# ---- design 1 ----
design_1/port_trees.png
Scale bar: 20 um.
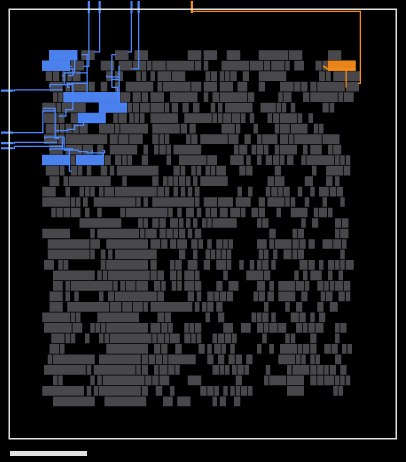

File: src/rtl/cpu_pkg.sv
// rtl/cpu_pkg.sv - shared opcodes, FSM states and widths for decode_execute
package cpu_pkg;

  localparam int DATA_W_DEFAULT = 8;
  localparam int NREG_DEFAULT   = 4;

  localparam logic [1:0] OP_ADD    = 2'b00;
  localparam logic [1:0] OP_LI     = 2'b01;
  localparam logic [1:0] OP_SUB    = 2'b10;
  localparam logic [1:0] OP_EXT    = 2'b11;
  localparam logic [7:0] INST_HALT = 8'hFF;

  typedef enum logic [1:0] {
    ACCEPT = 2'd0,
    EXEC   = 2'd1,
    WB     = 2'd2,
    HALTED = 2'd3
  } state_t;

endpackage

File: src/rtl/alu8.sv
// rtl/alu8.sv - combinational ALU: add, pass-immediate, subtract with borrow, shift left
module alu8
  import cpu_pkg::*;
#(
  parameter int W = DATA_W_DEFAULT
) (
  input  logic [1:0]   i_op,
  input  logic [W-1:0] i_a,
  input  logic [W-1:0] i_b,
  output logic [W-1:0] o_result,
  output logic         o_carry,
  output logic         o_zero
);

  logic [W:0] w_sum;
  logic [W:0] w_diff;
  logic [W:0] w_shl;

  // Bit W of each extended result is carry, borrow, or the last bit shifted out.
  assign w_sum  = {1'b0, i_a} + {1'b0, i_b};
  assign w_diff = {1'b0, i_a} - {1'b0, i_b};
  assign w_shl  = {1'b0, i_a} << i_b[1:0];

  always_comb begin
    o_result = '0;
    o_carry  = 1'b0;
    case (i_op)
      OP_ADD: begin
        o_result = w_sum[W-1:0];
        o_carry  = w_sum[W];
      end
      OP_SUB: begin
        o_result = w_diff[W-1:0];
        o_carry  = w_diff[W];
      end
      OP_EXT: begin
        o_result = w_shl[W-1:0];
        o_carry  = w_shl[W];
      end
      default: begin
        o_result = i_b;
        o_carry  = 1'b0;
      end
    endcase
    o_zero = (o_result == '0);
  end

endmodule

File: src/rtl/decode_execute.sv
// rtl/decode_execute.sv - serial accept/execute/writeback stage with 4-entry register file
module decode_execute
  import cpu_pkg::*;
#(
  parameter int DATA_W = DATA_W_DEFAULT,
  parameter int NREG   = NREG_DEFAULT
) (
  input  logic              i_clk,
  input  logic              i_rst,
  input  logic              i_inst_valid,
  input  logic [7:0]        i_inst,
  output logic              o_inst_ready,
  output logic              o_wb_en,
  output logic [1:0]        o_wb_addr,
  output logic [DATA_W-1:0] o_wb_data,
  output logic              o_zero_flag,
  output logic              o_carry_flag,
  output logic              o_halted,
  output logic [7:0]        o_retired,
  input  logic [1:0]        i_dbg_addr,
  output logic [DATA_W-1:0] o_dbg_data
);

  state_t            r_state;
  state_t            w_next_state;
  logic [7:0]        r_inst;
  logic [DATA_W-1:0] r_result;
  logic [1:0]        r_rd;
  logic              r_zero;
  logic              r_carry;
  logic [7:0]        r_retired;
  logic [DATA_W-1:0] r_regs [NREG];

  logic [1:0]        w_op;
  logic              w_is_halt;
  logic [DATA_W-1:0] w_alu_a;
  logic [DATA_W-1:0] w_alu_b;
  logic [DATA_W-1:0] w_alu_result;
  logic              w_alu_carry;
  logic              w_alu_zero;

  assign w_op      = r_inst[7:6];
  assign w_is_halt = (r_inst == INST_HALT);
  assign w_alu_a   = r_regs[r_inst[3:2]];

  // Operand b is the rt register, the zero-extended immediate for LI, or the shift amount for SHL.
  always_comb begin
    w_alu_b = r_regs[r_inst[1:0]];
    case (w_op)
      OP_LI:   w_alu_b = {{(DATA_W-4){1'b0}}, r_inst[3:0]};
      OP_EXT:  w_alu_b = {{(DATA_W-2){1'b0}}, r_inst[1:0]};
      default: w_alu_b = r_regs[r_inst[1:0]];
    endcase
  end

  alu8 #(.W(DATA_W)) u_alu (
    .i_op     (w_op),
    .i_a      (w_alu_a),
    .i_b      (w_alu_b),
    .o_result (w_alu_result),
    .o_carry  (w_alu_carry),
    .o_zero   (w_alu_zero)
  );

  always_comb begin
    w_next_state = r_state;
    o_inst_ready = 1'b0;
    o_wb_en      = 1'b0;
    case (r_state)
      ACCEPT: begin
        o_inst_ready = 1'b1;
        if (i_inst_valid) w_next_state = EXEC;
      end
      EXEC:    w_next_state = w_is_halt ? HALTED : WB;
      WB: begin
        o_wb_en      = 1'b1;
        w_next_state = ACCEPT;
      end
      default: w_next_state = HALTED;
    endcase
  end

  always_ff @(posedge i_clk) begin
    if (i_rst) begin
      r_state   <= ACCEPT;
      r_inst    <= '0;
      r_result  <= '0;
      r_rd      <= '0;
      r_zero    <= 1'b0;
      r_carry   <= 1'b0;
      r_retired <= '0;
      for (int i = 0; i < NREG; i++) r_regs[i] <= '0;
    end else begin
      r_state <= w_next_state;
      case (r_state)
        ACCEPT: if (i_inst_valid) r_inst <= i_inst;
        EXEC: begin
          if (w_is_halt) begin
            r_retired <= r_retired + 8'd1;
          end else begin
            r_result <= w_alu_result;
            r_rd     <= r_inst[5:4];
            if (w_op != OP_LI) begin
              r_zero  <= w_alu_zero;
              r_carry <= w_alu_carry;
            end
          end
        end
        WB: begin
          r_regs[r_rd] <= r_result;
          r_retired    <= r_retired + 8'd1;
        end
        default: ;
      endcase
    end
  end

  assign o_wb_addr    = r_rd;
  assign o_wb_data    = r_result;
  assign o_zero_flag  = r_zero;
  assign o_carry_flag = r_carry;
  assign o_halted     = (r_state == HALTED);
  assign o_retired    = r_retired;
  assign o_dbg_data   = r_regs[i_dbg_addr];

endmodule

File: config.mk
export PLATFORM = sky130hd
export DESIGN_NAME = decode_execute
export DESIGN_NICKNAME = d
export VERILOG_FILES = /design/src/rtl/cpu_pkg.sv /design/src/rtl/alu8.sv /design/src/rtl/decode_execute.sv
export SDC_FILE = /design/constraint.sdc
export NUM_CORES = 1
export LEC_CHECK = 0
export ABC_AREA = 1
export CORE_AREA = 8 8 92 103
export CTS_BUF_LIST = sky130_fd_sc_hd__clkbuf_4
export CTS_CLUSTER_DIAMETER = 120
export DETAILED_ROUTE_END_ITERATION = 16
export DIE_AREA = 0 0 100 111
export PLACE_DENSITY_LB_ADDON = 0.2
export SLEW_MARGIN = 0
export SYNTH_ARGS = -nofsm -noshare
export SYNTH_HDL_FRONTEND = slang
export SYNTH_SLANG_ARGS = --single-unit
export TNS_END_PERCENT = 10
File: constraint.sdc
create_clock -name i_clk -period 3.34 [get_ports i_clk]
set_clock_uncertainty 0.05 [all_clocks]
set_input_delay 1.002 -clock i_clk [delete_from_list [all_inputs] [get_ports i_clk]]
set_output_delay 1.002 -clock i_clk [all_outputs]
set_load 0.02 [all_outputs]
# ---- design 2 ----
File: src/rtl/cpu_pkg.sv
// Shared CPU constants and types: instruction address width, default stack depth
// and the per-cycle operation selected by the return stack.
package cpu_pkg;

  localparam int ADDR_W   = 10;
  localparam int RS_DEPTH = 8;

  typedef logic [ADDR_W-1:0] addr_t;

  typedef enum logic [2:0] {
    OP_HOLD,
    OP_REPLACE,
    OP_PUSH,
    OP_POP,
    OP_LOAD
  } rs_op_t;

endpackage

File: src/rtl/return_stack_if.sv
// Bus between the PC/sequencer side (master) and the return-address stack (slave).
interface return_stack_if #(
  parameter int DEPTH = cpu_pkg::RS_DEPTH,
  parameter int AW    = cpu_pkg::ADDR_W
);

  logic [AW-1:0]          rp;
  logic                   branch;
  logic                   jump2sub;
  logic                   retFsub;
  logic                   lr_ld;
  logic [AW-1:0]          lr_din;
  logic                   err_clr;
  logic [AW-1:0]          rl;
  logic [$clog2(DEPTH):0] count;
  logic                   empty;
  logic                   full;
  logic                   ovf;
  logic                   unf;

  modport master (
    output rp, branch, jump2sub, retFsub, lr_ld, lr_din, err_clr,
    input  rl, count, empty, full, ovf, unf
  );

  modport slave (
    input  rp, branch, jump2sub, retFsub, lr_ld, lr_din, err_clr,
    output rl, count, empty, full, ovf, unf
  );

endinterface

File: src/rtl/return_stack_mem.sv
// DEPTH x AW register file: one synchronous write port, one asynchronous read port.
// Contents are never reset; the stack masks unwritten entries through its count.
module return_stack_mem #(
  parameter int DEPTH = cpu_pkg::RS_DEPTH,
  parameter int AW    = cpu_pkg::ADDR_W
) (
  input  logic                     clk,
  input  logic                     we,
  input  logic [$clog2(DEPTH)-1:0] waddr,
  input  logic [AW-1:0]            wdata,
  input  logic [$clog2(DEPTH)-1:0] raddr,
  output logic [AW-1:0]            rdata
);

  logic [AW-1:0] mem_q [DEPTH];

  always_ff @(posedge clk) begin
    if (we) begin
      mem_q[waddr] <= wdata;
    end
  end

  assign rdata = mem_q[raddr];

endmodule

File: src/rtl/return_stack.sv
// Circular return-address stack feeding the PC link value rl, with software
// overwrite of the top entry and sticky overflow/underflow flags.
module return_stack
  import cpu_pkg::*;
#(
  parameter int DEPTH = RS_DEPTH,
  parameter int AW    = ADDR_W
) (
  input  logic          clk,
  input  logic          start,
  return_stack_if.slave bus
);

  localparam int PW = $clog2(DEPTH);
  localparam int CW = PW + 1;

  logic [PW-1:0] tp_q, tp_d;
  logic [CW-1:0] count_q, count_d;
  logic          ovf_q, ovf_d;
  logic          unf_q, unf_d;

  logic          push, pop, grow, is_empty, is_full;
  logic          we;
  logic [PW-1:0] waddr;
  logic [AW-1:0] wdata, ret, rdata;
  rs_op_t        op;

  assign push     = bus.jump2sub & ~bus.branch & ~start;
  assign pop      = bus.retFsub  & ~bus.branch & ~start;
  assign ret      = bus.rp + AW'(1);
  assign is_empty = (count_q == '0);
  assign is_full  = (count_q == CW'(DEPTH));

  always_comb begin
    op = OP_HOLD;
    if (!start) begin
      if (push && pop)     op = OP_REPLACE;
      else if (push)       op = OP_PUSH;
      else if (pop)        op = OP_POP;
      else if (bus.lr_ld)  op = OP_LOAD;
    end
  end

  // Any write into an empty stack, and every plain push, advances tp ("grow");
  // a push while full overwrites the oldest slot instead of counting up.
  always_comb begin
    tp_d    = tp_q;
    count_d = count_q;
    ovf_d   = ovf_q & ~bus.err_clr;
    unf_d   = unf_q & ~bus.err_clr;
    we      = 1'b0;
    waddr   = tp_q;
    wdata   = ret;
    grow    = 1'b0;
    case (op)
      OP_REPLACE: begin
        if (is_empty) grow = 1'b1;
        else          we   = 1'b1;
      end
      OP_PUSH: grow = 1'b1;
      OP_POP: begin
        if (is_empty) begin
          unf_d = 1'b1;
        end else begin
          tp_d    = tp_q - PW'(1);
          count_d = count_q - CW'(1);
        end
      end
      OP_LOAD: begin
        wdata = bus.lr_din;
        if (is_empty) grow = 1'b1;
        else          we   = 1'b1;
      end
      default: ;
    endcase
    if (grow) begin
      tp_d  = tp_q + PW'(1);
      waddr = tp_q + PW'(1);
      we    = 1'b1;
      if (is_full) ovf_d   = 1'b1;
      else         count_d = count_q + CW'(1);
    end
  end

  always_ff @(posedge clk) begin
    if (start) begin
      tp_q    <= '0;
      count_q <= '0;
      ovf_q   <= 1'b0;
      unf_q   <= 1'b0;
    end else begin
      tp_q    <= tp_d;
      count_q <= count_d;
      ovf_q   <= ovf_d;
      unf_q   <= unf_d;
    end
  end

  return_stack_mem #(
    .DEPTH (DEPTH),
    .AW    (AW)
  ) u_mem (
    .clk   (clk),
    .we    (we),
    .waddr (waddr),
    .wdata (wdata),
    .raddr (tp_q),
    .rdata (rdata)
  );

  assign bus.rl    = is_empty ? '0 : rdata;
  assign bus.count = count_q;
  assign bus.empty = is_empty;
  assign bus.full  = is_full;
  assign bus.ovf   = ovf_q;
  assign bus.unf   = unf_q;

endmodule

File: src/flat_wrapper.sv
// flat-port wrapper written by rule: the top's interface ports become plain ports
module return_stack_flat import cpu_pkg::*;
#(
  parameter int DEPTH = RS_DEPTH,
  parameter int AW    = ADDR_W
)
  (clk, start, bus_rp, bus_branch, bus_jump2sub, bus_retFsub, bus_lr_ld, bus_lr_din, bus_err_clr, bus_rl, bus_count, bus_empty, bus_full, bus_ovf, bus_unf);
  return_stack_if #(.DEPTH(DEPTH), .AW(AW)) bus_i ();
  input  logic clk;
  input  logic start;
  input wire logic [$bits(bus_i.rp)-1:0] bus_rp;
  input wire logic [$bits(bus_i.branch)-1:0] bus_branch;
  input wire logic [$bits(bus_i.jump2sub)-1:0] bus_jump2sub;
  input wire logic [$bits(bus_i.retFsub)-1:0] bus_retFsub;
  input wire logic [$bits(bus_i.lr_ld)-1:0] bus_lr_ld;
  input wire logic [$bits(bus_i.lr_din)-1:0] bus_lr_din;
  input wire logic [$bits(bus_i.err_clr)-1:0] bus_err_clr;
  output wire logic [$bits(bus_i.rl)-1:0] bus_rl;
  output wire logic [$bits(bus_i.count)-1:0] bus_count;
  output wire logic [$bits(bus_i.empty)-1:0] bus_empty;
  output wire logic [$bits(bus_i.full)-1:0] bus_full;
  output wire logic [$bits(bus_i.ovf)-1:0] bus_ovf;
  output wire logic [$bits(bus_i.unf)-1:0] bus_unf;
  assign bus_i.rp = bus_rp;
  assign bus_i.branch = bus_branch;
  assign bus_i.jump2sub = bus_jump2sub;
  assign bus_i.retFsub = bus_retFsub;
  assign bus_i.lr_ld = bus_lr_ld;
  assign bus_i.lr_din = bus_lr_din;
  assign bus_i.err_clr = bus_err_clr;
  assign bus_rl = bus_i.rl;
  assign bus_count = bus_i.count;
  assign bus_empty = bus_i.empty;
  assign bus_full = bus_i.full;
  assign bus_ovf = bus_i.ovf;
  assign bus_unf = bus_i.unf;
  return_stack #(.DEPTH(DEPTH), .AW(AW)) u_core (.clk(clk), .start(start), .bus(bus_i));
endmodule
File: config.mk
export PLATFORM = sky130hd
export DESIGN_NAME = return_stack_flat
export DESIGN_NICKNAME = d
export VERILOG_FILES = /design/src/rtl/cpu_pkg.sv /design/src/rtl/return_stack_if.sv /design/src/rtl/return_stack_mem.sv /design/src/rtl/return_stack.sv /design/src/flat_wrapper.sv
export SDC_FILE = /design/constraint.sdc
export NUM_CORES = 1
export LEC_CHECK = 0
export CAP_MARGIN = 20
export CORE_MARGIN = 1.5
export CORE_UTILIZATION = 61
export DETAILED_ROUTE_END_ITERATION = 10
export HOLD_SLACK_MARGIN = 0.1
export PLACE_DENSITY = 0.91
export SLEW_MARGIN = 20
export SYNTH_ARGS = -nofsm -noshare
export SYNTH_HDL_FRONTEND = slang
export SYNTH_SLANG_ARGS = --single-unit
File: constraint.sdc
create_clock -name clk -period 11 [get_ports clk]
set_input_delay 2.2 -clock clk [delete_from_list [all_inputs] [get_ports clk]]
set_output_delay 2.2 -clock clk [all_outputs]
set_load 0.05 [all_outputs]
# ---- design 3 ----
### config.mk
export PLATFORM = sky130hd
export DESIGN_NAME = inc_reg_ctrl_flat
export DESIGN_NICKNAME = d
export VERILOG_FILES = /design/src/rtl/inc_reg_ctrl_if.sv /design/src/rtl/inc_reg_ctrl.sv /design/src/flat_wrapper.sv
export SDC_FILE = /design/constraint.sdc
export NUM_CORES = 1
export LEC_CHECK = 0
export ABC_AREA = 1
export CAP_MARGIN = 20
export CORE_ASPECT_RATIO = 0.6
export CORE_MARGIN = 10
export CORE_UTILIZATION = 41
export DETAILED_ROUTE_END_ITERATION = 10
export HOLD_SLACK_MARGIN = 0.15
export PLACE_DENSITY = 0.74
export SYNTH_ARGS = -nofsm -noshare
export SYNTH_HDL_FRONTEND = slang
export SYNTH_SLANG_ARGS = --single-unit
### constraint.sdc
create_clock -name clk -period 1.5 [get_ports clk]
set_clock_uncertainty 0.05 [all_clocks]
set_input_delay 0.3 -clock clk [delete_from_list [all_inputs] [get_ports clk]]
set_output_delay 0.3 -clock clk [all_outputs]
set_load 0.005 [all_outputs]
### src/rtl/inc_reg_ctrl_if.sv
// Client request/ack bus plus the command/readback lines of the shared
// clear/load/increment register, bundled for the sequencer.
interface inc_reg_ctrl_if #(
  parameter int WIDTH = 4
);
  // client side
  logic [1:0]       req;
  logic [1:0]       op0;
  logic [WIDTH-1:0] arg0;
  logic [1:0]       op1;
  logic [WIDTH-1:0] arg1;
  logic [1:0]       ack;
  logic [WIDTH-1:0] rdata;
  logic             wrap;
  logic             busy;
  logic             gnt_id;
  // register side
  logic             reg_clear;
  logic             reg_load;
  logic             reg_inr;
  logic [WIDTH-1:0] reg_data;
  logic [WIDTH-1:0] reg_q;

  // Environment: the two clients and the register instance.
  modport master (
    output req, op0, arg0, op1, arg1, reg_q,
    input  ack, rdata, wrap, busy, gnt_id,
           reg_clear, reg_load, reg_inr, reg_data
  );

  // The sequencer/arbiter itself.
  modport slave (
    input  req, op0, arg0, op1, arg1, reg_q,
    output ack, rdata, wrap, busy, gnt_id,
           reg_clear, reg_load, reg_inr, reg_data
  );
endinterface

### src/rtl/inc_reg_ctrl.sv
// Two-client round-robin sequencer for a shared 4-bit clear/load/increment
// register: runs READ/CLEAR/LOAD/INC-N and returns q plus a wrap flag.
module inc_reg_ctrl #(
  parameter int WIDTH = 4,
  parameter int CNT_W = 4
) (
  input  logic         clk,
  input  logic         clear_n,
  inc_reg_ctrl_if.slave bus
);

  typedef enum logic [1:0] {
    IDLE   = 2'd0,
    EXEC   = 2'd1,
    SETTLE = 2'd2,
    ACK    = 2'd3
  } state_t;

  localparam logic [1:0] OP_READ  = 2'b00;
  localparam logic [1:0] OP_CLEAR = 2'b01;
  localparam logic [1:0] OP_LOAD  = 2'b10;
  localparam logic [1:0] OP_INC   = 2'b11;

  state_t           state_q, state_d;
  logic [1:0]       op_q, op_d;
  logic [WIDTH-1:0] arg_q, arg_d;
  logic             gnt_q, gnt_d;
  logic             last_q, last_d;
  logic [CNT_W-1:0] cnt_q, cnt_d;
  logic             acc_q, acc_d;
  logic             win;

  // Registered register-command lines
  logic             clr_q, clr_d;
  logic             ld_q, ld_d;
  logic             inr_q, inr_d;
  logic [WIDTH-1:0] data_q, data_d;

  // ---------------------------------------------------------------------
  // State register
  // ---------------------------------------------------------------------
  always_ff @(posedge clk or negedge clear_n) begin
    if (!clear_n) begin
      state_q <= IDLE;
      op_q    <= OP_READ;
      arg_q   <= '0;
      gnt_q   <= 1'b0;
      last_q  <= 1'b1;
      cnt_q   <= '0;
      acc_q   <= 1'b0;
      clr_q   <= 1'b0;
      ld_q    <= 1'b0;
      inr_q   <= 1'b0;
      data_q  <= '0;
    end else begin
      state_q <= state_d;
      op_q    <= op_d;
      arg_q   <= arg_d;
      gnt_q   <= gnt_d;
      last_q  <= last_d;
      cnt_q   <= cnt_d;
      acc_q   <= acc_d;
      clr_q   <= clr_d;
      ld_q    <= ld_d;
      inr_q   <= inr_d;
      data_q  <= data_d;
    end
  end

  // ---------------------------------------------------------------------
  // Next-state logic
  // ---------------------------------------------------------------------
  always_comb begin
    state_d = state_q;
    op_d    = op_q;
    arg_d   = arg_q;
    gnt_d   = gnt_q;
    last_d  = last_q;
    cnt_d   = cnt_q;
    acc_d   = acc_q;
    win     = 1'b0;

    case (state_q)
      IDLE: begin
        if (|bus.req) begin
          // The pointer only moves on contention; a lone requester
          // leaves the round-robin order untouched.
          if (bus.req == 2'b11) begin
            win    = ~last_q;
            last_d = win;
          end else begin
            win = bus.req[1];
          end
          gnt_d = win;
          op_d  = win ? bus.op1  : bus.op0;
          arg_d = win ? bus.arg1 : bus.arg0;
          cnt_d = CNT_W'(arg_d);
          acc_d = 1'b0;
          if ((op_d == OP_INC) && (arg_d == '0)) begin
            state_d = SETTLE;
          end else begin
            state_d = EXEC;
          end
        end
      end

      EXEC: begin
        if (op_q == OP_INC) begin
          // reg_q still shows the pre-increment value in this cycle
          acc_d = acc_q | (bus.reg_q == '1);
          if (cnt_q > CNT_W'(1)) begin
            cnt_d   = cnt_q - CNT_W'(1);
            state_d = EXEC;
          end else begin
            state_d = SETTLE;
          end
        end else begin
          state_d = SETTLE;
        end
      end

      SETTLE: begin
        state_d = ACK;
      end

      ACK: begin
        acc_d   = 1'b0;
        state_d = IDLE;
      end

      default: begin
        state_d = IDLE;
      end
    endcase
  end

  // ---------------------------------------------------------------------
  // Output logic
  // ---------------------------------------------------------------------
  // Commands are decoded from the next state so that their registered
  // copies line up exactly with the EXEC cycles.
  always_comb begin
    clr_d  = (state_d == EXEC) && (op_d == OP_CLEAR);
    ld_d   = (state_d == EXEC) && (op_d == OP_LOAD);
    inr_d  = (state_d == EXEC) && (op_d == OP_INC);
    data_d = ld_d ? arg_d : '0;

    bus.reg_clear = clr_q;
    bus.reg_load  = ld_q;
    bus.reg_inr   = inr_q;
    bus.reg_data  = data_q;

    bus.busy   = (state_q != IDLE);
    bus.gnt_id = gnt_q;
    bus.ack    = '0;
    bus.rdata  = '0;
    bus.wrap   = 1'b0;
    if (state_q == ACK) begin
      bus.ack   = {gnt_q, ~gnt_q};
      bus.rdata = bus.reg_q;
      bus.wrap  = acc_q;
    end
  end

endmodule

### src/flat_wrapper.sv
// flat-port wrapper written by rule: the top's interface ports become plain ports
module inc_reg_ctrl_flat 
#(
  parameter int WIDTH = 4,
  parameter int CNT_W = 4
)
  (clk, clear_n, bus_req, bus_op0, bus_arg0, bus_op1, bus_arg1, bus_reg_q, bus_ack, bus_rdata, bus_wrap, bus_busy, bus_gnt_id, bus_reg_clear, bus_reg_load, bus_reg_inr, bus_reg_data);
  inc_reg_ctrl_if #(.WIDTH(WIDTH)) bus_i ();
  input  logic clk;
  input  logic clear_n;
  input wire logic [$bits(bus_i.req)-1:0] bus_req;
  input wire logic [$bits(bus_i.op0)-1:0] bus_op0;
  input wire logic [$bits(bus_i.arg0)-1:0] bus_arg0;
  input wire logic [$bits(bus_i.op1)-1:0] bus_op1;
  input wire logic [$bits(bus_i.arg1)-1:0] bus_arg1;
  input wire logic [$bits(bus_i.reg_q)-1:0] bus_reg_q;
  output wire logic [$bits(bus_i.ack)-1:0] bus_ack;
  output wire logic [$bits(bus_i.rdata)-1:0] bus_rdata;
  output wire logic [$bits(bus_i.wrap)-1:0] bus_wrap;
  output wire logic [$bits(bus_i.busy)-1:0] bus_busy;
  output wire logic [$bits(bus_i.gnt_id)-1:0] bus_gnt_id;
  output wire logic [$bits(bus_i.reg_clear)-1:0] bus_reg_clear;
  output wire logic [$bits(bus_i.reg_load)-1:0] bus_reg_load;
  output wire logic [$bits(bus_i.reg_inr)-1:0] bus_reg_inr;
  output wire logic [$bits(bus_i.reg_data)-1:0] bus_reg_data;
  assign bus_i.req = bus_req;
  assign bus_i.op0 = bus_op0;
  assign bus_i.arg0 = bus_arg0;
  assign bus_i.op1 = bus_op1;
  assign bus_i.arg1 = bus_arg1;
  assign bus_i.reg_q = bus_reg_q;
  assign bus_ack = bus_i.ack;
  assign bus_rdata = bus_i.rdata;
  assign bus_wrap = bus_i.wrap;
  assign bus_busy = bus_i.busy;
  assign bus_gnt_id = bus_i.gnt_id;
  assign bus_reg_clear = bus_i.reg_clear;
  assign bus_reg_load = bus_i.reg_load;
  assign bus_reg_inr = bus_i.reg_inr;
  assign bus_reg_data = bus_i.reg_data;
  inc_reg_ctrl #(.WIDTH(WIDTH), .CNT_W(CNT_W)) u_core (.clk(clk), .clear_n(clear_n), .bus(bus_i));
endmodule
# ---- design 4 ----
==> src/rtl/operand_fetch_unit.sv <==
// Operand fetch stage: instruction decode, GPR read, per-register scoreboard and EX payload register.
// Build option OF_FWD_EN: bypass same-cycle writeback data into a source instead of stalling on it.
module operand_fetch_unit #(
  parameter int XLEN   = 32,
  parameter int REG_AW = 4,
  parameter int SB_CW  = 2
) (
  input  logic              Clk,
  input  logic              Rst,
  input  logic [XLEN-1:0]   If_Pc_i,
  input  logic [31:0]       If_Instr_i,
  input  logic              If_Valid_i,
  output logic              If_Ready_o,
  output logic [4:0]        Cu_Opcode,
  output logic              Cu_Imm,
  input  logic              Cu_IsRet,
  input  logic              Cu_IsSt,
  input  logic              Cu_IsImm,
  input  logic              Cu_WrRd,
  output logic [REG_AW-1:0] Rd_Addr1,
  output logic [REG_AW-1:0] Rd_Addr2,
  input  logic [XLEN-1:0]   Rd_Data1,
  input  logic [XLEN-1:0]   Rd_Data2,
  input  logic              Wb_Valid_i,
  input  logic [REG_AW-1:0] Wb_Addr_i,
  input  logic [XLEN-1:0]   Wb_Data_i,
  input  logic              Flush_i,
  output logic [XLEN-1:0]   Of_Pc_o,
  output logic [XLEN-1:0]   Of_A_o,
  output logic [XLEN-1:0]   Of_B_o,
  output logic [XLEN-1:0]   Of_Op2_o,
  output logic [31:0]       Of_Instr_o,
  output logic [REG_AW-1:0] Of_Rd_o,
  output logic              Of_WrRd_o,
  output logic              Of_Valid_o,
  input  logic              Of_Ready_i,
  output logic              Stall_o
);

  localparam int                NREG    = 1 << REG_AW;
  localparam logic [REG_AW-1:0] RA_IDX  = REG_AW'(NREG - 1);
  localparam logic [SB_CW-1:0]  CNT_MAX = '1;
  localparam logic [SB_CW-1:0]  CNT_ONE = SB_CW'(1);

  logic [REG_AW-1:0] rd, rs1, rs2, raddr1, raddr2;
  logic [1:0]        imm_mod;
  logic [XLEN-1:0]   imm, src1, src2;
  logic              use2, busy1, busy2, fwd1, fwd2, hazard, accept;
  logic [SB_CW-1:0]  sb_cnt [NREG];
  logic [SB_CW-1:0]  sb_nxt [NREG];

  assign rd      = REG_AW'(If_Instr_i[25:22]);
  assign rs1     = REG_AW'(If_Instr_i[21:18]);
  assign rs2     = REG_AW'(If_Instr_i[17:14]);
  assign imm_mod = If_Instr_i[17:16];

  assign raddr1 = Cu_IsRet ? RA_IDX : rs1;
  assign raddr2 = Cu_IsSt ? rd : rs2;

  // Decode outputs are forced to zero while no instruction is presented.
  assign Cu_Opcode = If_Valid_i ? If_Instr_i[31:27] : 5'd0;
  assign Cu_Imm    = If_Valid_i & If_Instr_i[26];
  assign Rd_Addr1  = If_Valid_i ? raddr1 : '0;
  assign Rd_Addr2  = If_Valid_i ? raddr2 : '0;

  always_comb begin
    imm = '0;
    case (imm_mod)
      2'b00:   imm = {{(XLEN-16){If_Instr_i[15]}}, If_Instr_i[15:0]};
      2'b10:   imm = {{(XLEN-16){1'b1}}, If_Instr_i[15:0]};
      default: imm = {{(XLEN-16){1'b0}}, If_Instr_i[15:0]};
    endcase
  end

  assign use2  = !Cu_IsImm || Cu_IsSt;
  assign busy1 = sb_cnt[raddr1] != '0;
  assign busy2 = sb_cnt[raddr2] != '0;

`ifdef OF_FWD_EN
  // Only the last outstanding writer may be bypassed; older writers would leave stale data.
  assign fwd1 = Wb_Valid_i && (Wb_Addr_i == raddr1) && (sb_cnt[raddr1] == CNT_ONE);
  assign fwd2 = use2 && Wb_Valid_i && (Wb_Addr_i == raddr2) && (sb_cnt[raddr2] == CNT_ONE);
`else
  assign fwd1 = 1'b0;
  assign fwd2 = 1'b0;
`endif

  assign src1 = fwd1 ? Wb_Data_i : Rd_Data1;
  assign src2 = fwd2 ? Wb_Data_i : Rd_Data2;

  assign hazard = (busy1 && !fwd1) || (use2 && busy2 && !fwd2)
                || (Cu_WrRd && (sb_cnt[rd] == CNT_MAX));

  // Handshake: a beat transfers on an edge where valid && ready; the producer keeps valid and
  // payload stable until then, and ready never depends on the same-side valid.
  assign If_Ready_o = (!Of_Valid_o || Of_Ready_i) && !hazard && !Flush_i;
  assign accept     = If_Valid_i && If_Ready_o;
  assign Stall_o    = If_Valid_i && hazard;

  always_comb begin
    for (int i = 0; i < NREG; i++) begin
      sb_nxt[i] = sb_cnt[i];
      if (accept && Cu_WrRd && (rd == REG_AW'(i)))
        sb_nxt[i] = sb_nxt[i] + CNT_ONE;
      if (Wb_Valid_i && (Wb_Addr_i == REG_AW'(i)) && (sb_cnt[i] != '0))
        sb_nxt[i] = sb_nxt[i] - CNT_ONE;
      if (Flush_i && Of_Valid_o && Of_WrRd_o && (Of_Rd_o == REG_AW'(i)))
        sb_nxt[i] = sb_nxt[i] - CNT_ONE;
    end
  end

  always_ff @(posedge Clk or negedge Rst) begin
    if (!Rst) begin
      for (int i = 0; i < NREG; i++) sb_cnt[i] <= '0;
    end else begin
      for (int i = 0; i < NREG; i++) sb_cnt[i] <= sb_nxt[i];
    end
  end

  always_ff @(posedge Clk or negedge Rst) begin
    if (!Rst) begin
      Of_Valid_o <= 1'b0;
      Of_Pc_o    <= '0;
      Of_A_o     <= '0;
      Of_B_o     <= '0;
      Of_Op2_o   <= '0;
      Of_Instr_o <= '0;
      Of_Rd_o    <= '0;
      Of_WrRd_o  <= 1'b0;
    end else if (Flush_i) begin
      Of_Valid_o <= 1'b0;
    end else if (accept) begin
      Of_Valid_o <= 1'b1;
      Of_Pc_o    <= If_Pc_i;
      Of_A_o     <= src1;
      Of_B_o     <= Cu_IsImm ? imm : src2;
      Of_Op2_o   <= src2;
      Of_Instr_o <= If_Instr_i;
      Of_Rd_o    <= rd;
      Of_WrRd_o  <= Cu_WrRd;
    end else if (Of_Ready_i) begin
      Of_Valid_o <= 1'b0;
    end
  end

endmodule

==> config.mk <==
export PLATFORM = sky130hd
export DESIGN_NAME = operand_fetch_unit
export DESIGN_NICKNAME = d
export VERILOG_FILES = /design/src/rtl/operand_fetch_unit.sv
export SDC_FILE = /design/constraint.sdc
export NUM_CORES = 1
export LEC_CHECK = 0
export ABC_AREA = 0
export CAP_MARGIN = 20
export CORE_ASPECT_RATIO = 0.5
export CORE_MARGIN = 1.5
export CORE_UTILIZATION = 30
export DETAILED_ROUTE_END_ITERATION = 10
export SLEW_MARGIN = 15
export SYNTH_ARGS = -nofsm -noshare
export SYNTH_HDL_FRONTEND = slang
export SYNTH_SLANG_ARGS = --single-unit
==> constraint.sdc <==
create_clock -name Clk -period 6.3 [get_ports Clk]
set_input_delay 1.26 -clock Clk [delete_from_list [all_inputs] [get_ports Clk]]
set_output_delay 1.26 -clock Clk [all_outputs]
set_load 0.02 [all_outputs]
design_3/floorplan.png
Scale bar: 20 um. Pins as bars on the die edge.
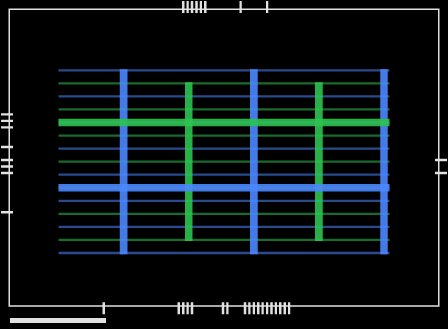
colour	net
green	VDD
blue	VSS
met5 straps	2
met1 rails	15
core box area: 2630 sq um
worst vdd ir: 0.962 mV

==> flow_metrics.env, design 3 <==
# flow metrics
export IMPL_multi_input_comb_cells=104
export IMPL_sh_comb_area=0.338
export IMPL_area_leaders="dfrtp_1 (45%), nand2_1 (8.9%), nor2_1 (7.3%)"
export IMPL_tns_ns=-0.639
export IMPL_status="complete, but fails checks"
export IMPL_period_used=1.07
export IMPL_use_met1=0.184
export IMPL_synth_area_sq_um=1180
export IMPL_ys_seq_share=0.468
export IMPL_clock_area_frac=0.0352
export IMPL_n_antenna_cell=0
export IMPL_holdCritPathClass="in2async"
export IMPL_mostFrequentLayoutCell="buf_4"
export IMPL_ys_sh_simple=0.335
export IMPL_dr_wl_met2_um=1970
export IMPL_cpMostUsedCell="nand2_2"
export IMPL_grt_ovfl_total=0
export IMPL_nWellTaps=32
export IMPL_fin_ws_ns=-0.105
export IMPL_power_leakage_nw=1.08
export IMPL_synth_distinct_cells=24
export IMPL_setup_viol=10
export IMPL_die_w_um=89.2
export IMPL_violations="setup timing"
design 3: worst max path at each step:
stage	startpoint	endpoint	slack (ns)
6_report	u_core.last_q	u_core.bus.reg_data[3]	-0.10
5_1_grt	u_core.last_q	u_core.bus.reg_data[3]	-0.18
4_1_cts	u_core.cnt_q[0]	u_core.bus.reg_data[2]	-0.07
3_5_place_dp	bus_req[0]	u_core.bus.reg_data[2]	-0.56
3_3_place_gp	bus_req[0]	u_core.bus.reg_data[3]	-0.49
2_1_floorplan	u_core.cnt_q[0]	u_core.bus.reg_data[0]	0.02
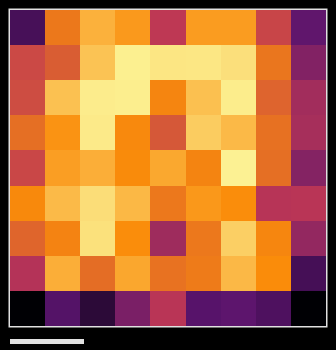
design_2/util_map.png
Scale bar: 20 um. The die is cut into 9 by 9 equal tiles; black is low, pale yellow is high, 0 to 100% covered.
mean over tiles	65%
tiles over 75% full	41%
nearly empty tiles	2.5%
fullest tile	97%
Core Util, Final: 0.731
fp util: 0.624
core box area: 6720 sq um

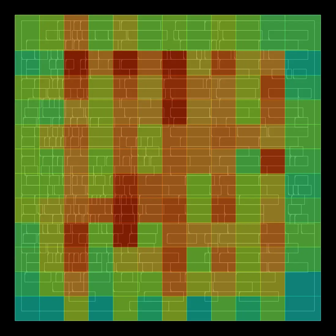
design_2/congestion_map.png
met1 usage: 0.318
GR Util met3: 0.0674
met2 Use GR: 0.416

==> flow_metrics.env, design 2 <==
# flow metrics
export IMPL_area_leaders="edfxtp_1 (57%), mux4_2 (11%), dfxtp_1 (5.7%)"
export IMPL_start_kind="input port"
export IMPL_edf_count=80
export IMPL_status="finished, final reports clean"
export IMPL_synth_area_sq_um=4200
export IMPL_async_reset_ff_frac=0
export IMPL_die_h_um=85.9
export IMPL_critPathCapture="u_core.u_mem.mem_q[2][5]"
export IMPL_multi_input_comb_cells=164
export IMPL_power_frac_comb=0.235
export IMPL_buffers_excl_clock=48
export IMPL_p_seq_w=0.000407
export IMPL_cts_hold_buf=0
export IMPL_worstMarginPinSlew_ns=0.965
export IMPL_fin_hold_ws_ns=0.513
export IMPL_dr_wl_met2_um=4230
## design 2: cell usage in the layout (no fill, tap or decap), types with 3 or more instances in the layout
cell and instances:
edfxtp_1 80, clkdlybuf4s50_1 44, nor2_1 35, mux4_2 20, mux2i_1 14, dfxtp_1 12
a21oi_1 11, nand2_1 10, inv_1 9, ha_1 9, clkbuf_8 9, nor2b_1 7
nand3_1 6, xor2_1 6, xnor2_1 5, nor3_1 4, buf_4 4, nand2b_1 3
a211oi_1 3, a22oi_1 3, mux2_1 3, clkinv_4 3
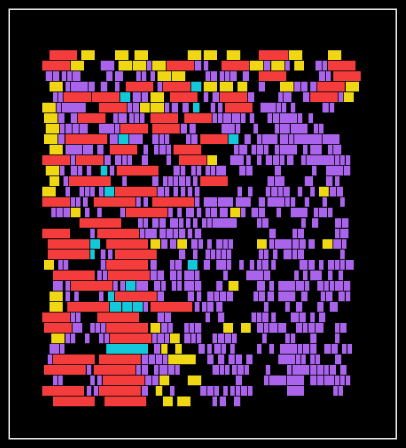
design_1/class_map.png
colour	class	cells
yellow	remaining buffers and delay cells	60
cyan	clock drivers and dummy loads	16
purple	remaining logic cells	530
red	registers	66
# rows: 34
flop share of the area: 0.323

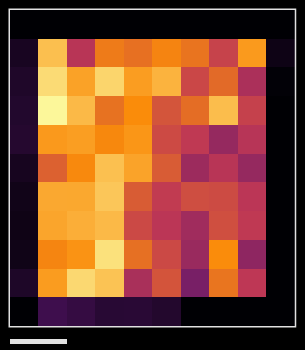
design_1/util_map.png
Scale bar: 20 um. The die is cut into 10 by 11 equal tiles; black is low, pale yellow is high, 0 to 100% covered.
mean over tiles	45%
emptiest ninth of the die	bottom right
fullest tile	98%
core box area: 7740 sq um
Core Util, Final: 0.657

## Picture notes: design_1/port_trees.png
colour	port	bits	direction	edge	end cells	buffers	wire
blue	o_retired	8	output	4 left, 4 top	8	8	263 um
orange	o_zero_flag	1	output	top	1	1	77.3 um
Port Buffers: 43
# IOs: 44

==> flow_metrics.env, design 1 <==
# flow metrics
export IMPL_nFlopsAndLatches=66
export IMPL_powerClk_w=0.000529
export IMPL_setup_viol=1
export IMPL_top_cells_by_count="nand2_1 (113), nor2_1 (93), inv_1 (70), o21ai_0 (55), a21oi_1 (54)"
export IMPL_holdCritPathClass="reg2reg"
export IMPL_grt_usage=0.232
export IMPL_min_to="o_zero_flag"
export IMPL_crit_required_ns=2.29
export IMPL_grt_antenna_before_repair=0
export IMPL_status="complete, but fails checks"
export IMPL_violations="setup timing"
export IMPL_crit_path_end_kind="primary output"
export IMPL_routed_wl_um=12800
export IMPL_path_max_fanout=15
export IMPL_slew_headroom=0.628
export IMPL_fin_ws_ns=-0.0128
export IMPL_power_frac_comb=0.405
export IMPL_regArea_sq_um=1640
export IMPL_tns_ns=-0.0128
export IMPL_period_used=1.00
[design 1: critical path: stages]
cell,delay [ns]
clkdlybuf4s50_1,0.49
inv_1,0.08
buf_12,0.14
o21ai_0,0.15
a21oi_1,0.08
a21oi_1,0.18
buf_4,0.18
[design 1: timing repair]
action,in CTS,in global routing
endpoints found under the setup margin,8,11
setup buffers,0,0
resized,41,9
endpoints found under the hold margin,0,0
hold buffers,0,0
[design 1: metal layers]
metal	vias to the layer above	routed length, um	GRT usage
met2	162	6390	0.393
met3	24	645	0.0327
met5	-	0	0
li1	2160	-	-
met4	0	365	0.0949
met1	2028	5440	0.285
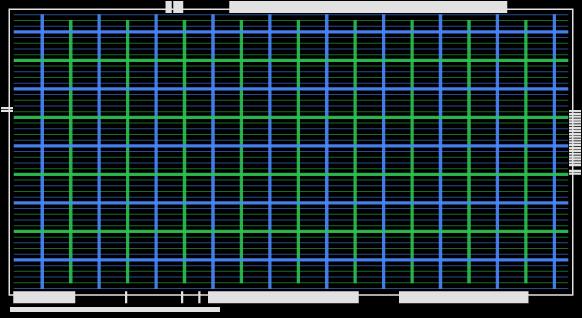
design_4/floorplan.png
Scale bar: 100 um. Pins as bars on the die edge.
colour	net
green	VDD
blue	VSS
met1 rails	49
met5 straps	9
signal pins	356
rows	48
met4 straps	19
Die Y: 136 um
worst vdd ir: 0.198 mV
core box area: 34500 sq um

==> flow_metrics.env, design 4 <==
# flow metrics
export IMPL_area_growth_pct=40.5
export IMPL_final_util=0.429
export IMPL_path_max_fanout=11
export IMPL_top_area_frac=0.460
export IMPL_rr_startpoint="sb_cnt[28]"
export IMPL_grt_antenna_before_repair=0
export IMPL_period_used=0.900
export IMPL_grt_ovfl_total=0
export IMPL_drtIter0Drc=659
export IMPL_ys_top_logic_family="multiplexers"
export IMPL_final_min_clock_period_ns=5.67
export IMPL_fmax_mhz=176
export IMPL_syn_instance_count=995
export IMPL_n_fill_cell=3222
export IMPL_status="finished, final reports clean"
export IMPL_edf_count=0
export IMPL_cpMostUsedCell="clkdlybuf4s50_1"
export IMPL_dp_hpwl_um=26200
export IMPL_max_cap_violations=0
export IMPL_rsz0062_at_grt="no"
export IMPL_critPathCapture="If_Ready_o"
export IMPL_vias_per_cell=5.03
export IMPL_dr_pass1_iters=5
export IMPL_drcViolationCount=0
export IMPL_maxPowerGroup="combinational cells"
export IMPL_tritoncts_num_buffers=17
-- design 4: area by class of cell --
type,count,share of cell area
Multi-Input combinational cell,702,0.356
Sequential cell,194,0.328
Timing Repair Buffer,337,0.229
Tap cell,475,0.0401
Clock buffer,21,0.0311
Inverter,38,0.00963
Clock inverter,10,0.00676
-- design 4: per-layer routing --
metal	global-route usage	up-vias	wire, um
met5	0	-	0
met3	0.0231	50	1080
li1	-	4152	-
met4	0.0581	0	599
met2	0.329	212	18100
met1	0.237	4531	14600


==> gallery <==
Cells coloured by class.
(a)
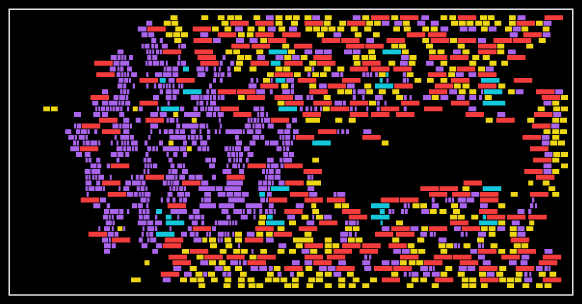
(b)
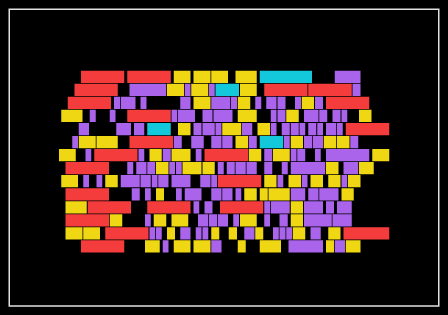
(c)
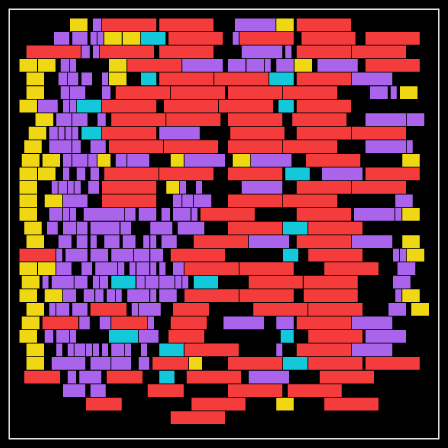
- design 3 = (b)
- design 2 = (c)
- design 4 = (a)
The one with the fewest sequential cells is (b).
The one with the most sequential cells is (a).

Key to (a):
colour	class	cells
yellow	remaining buffers and delay cells	337
purple	remaining logic cells	740
red	registers	194
cyan	clock drivers and dummy loads	31


==> notes/layouts.md <==
Pictures saved along the way, in no particular order.

I/O nets highlighted.
image #1
Scale bar: 20 um.
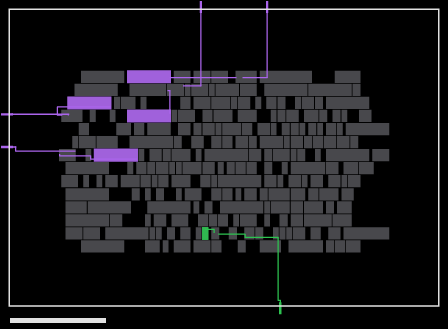
image #2
Scale bar: 20 um.
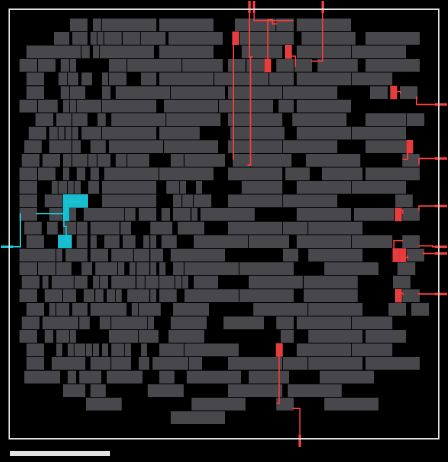
image #3
Scale bar: 100 um.
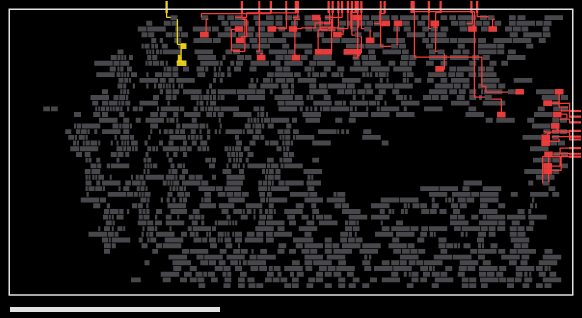
Image #2 comes from design 2.
Image #3 comes from design 4.
Image #1 comes from design 3.
Of these, largest die: image #3
Of these, smallest die: image #1

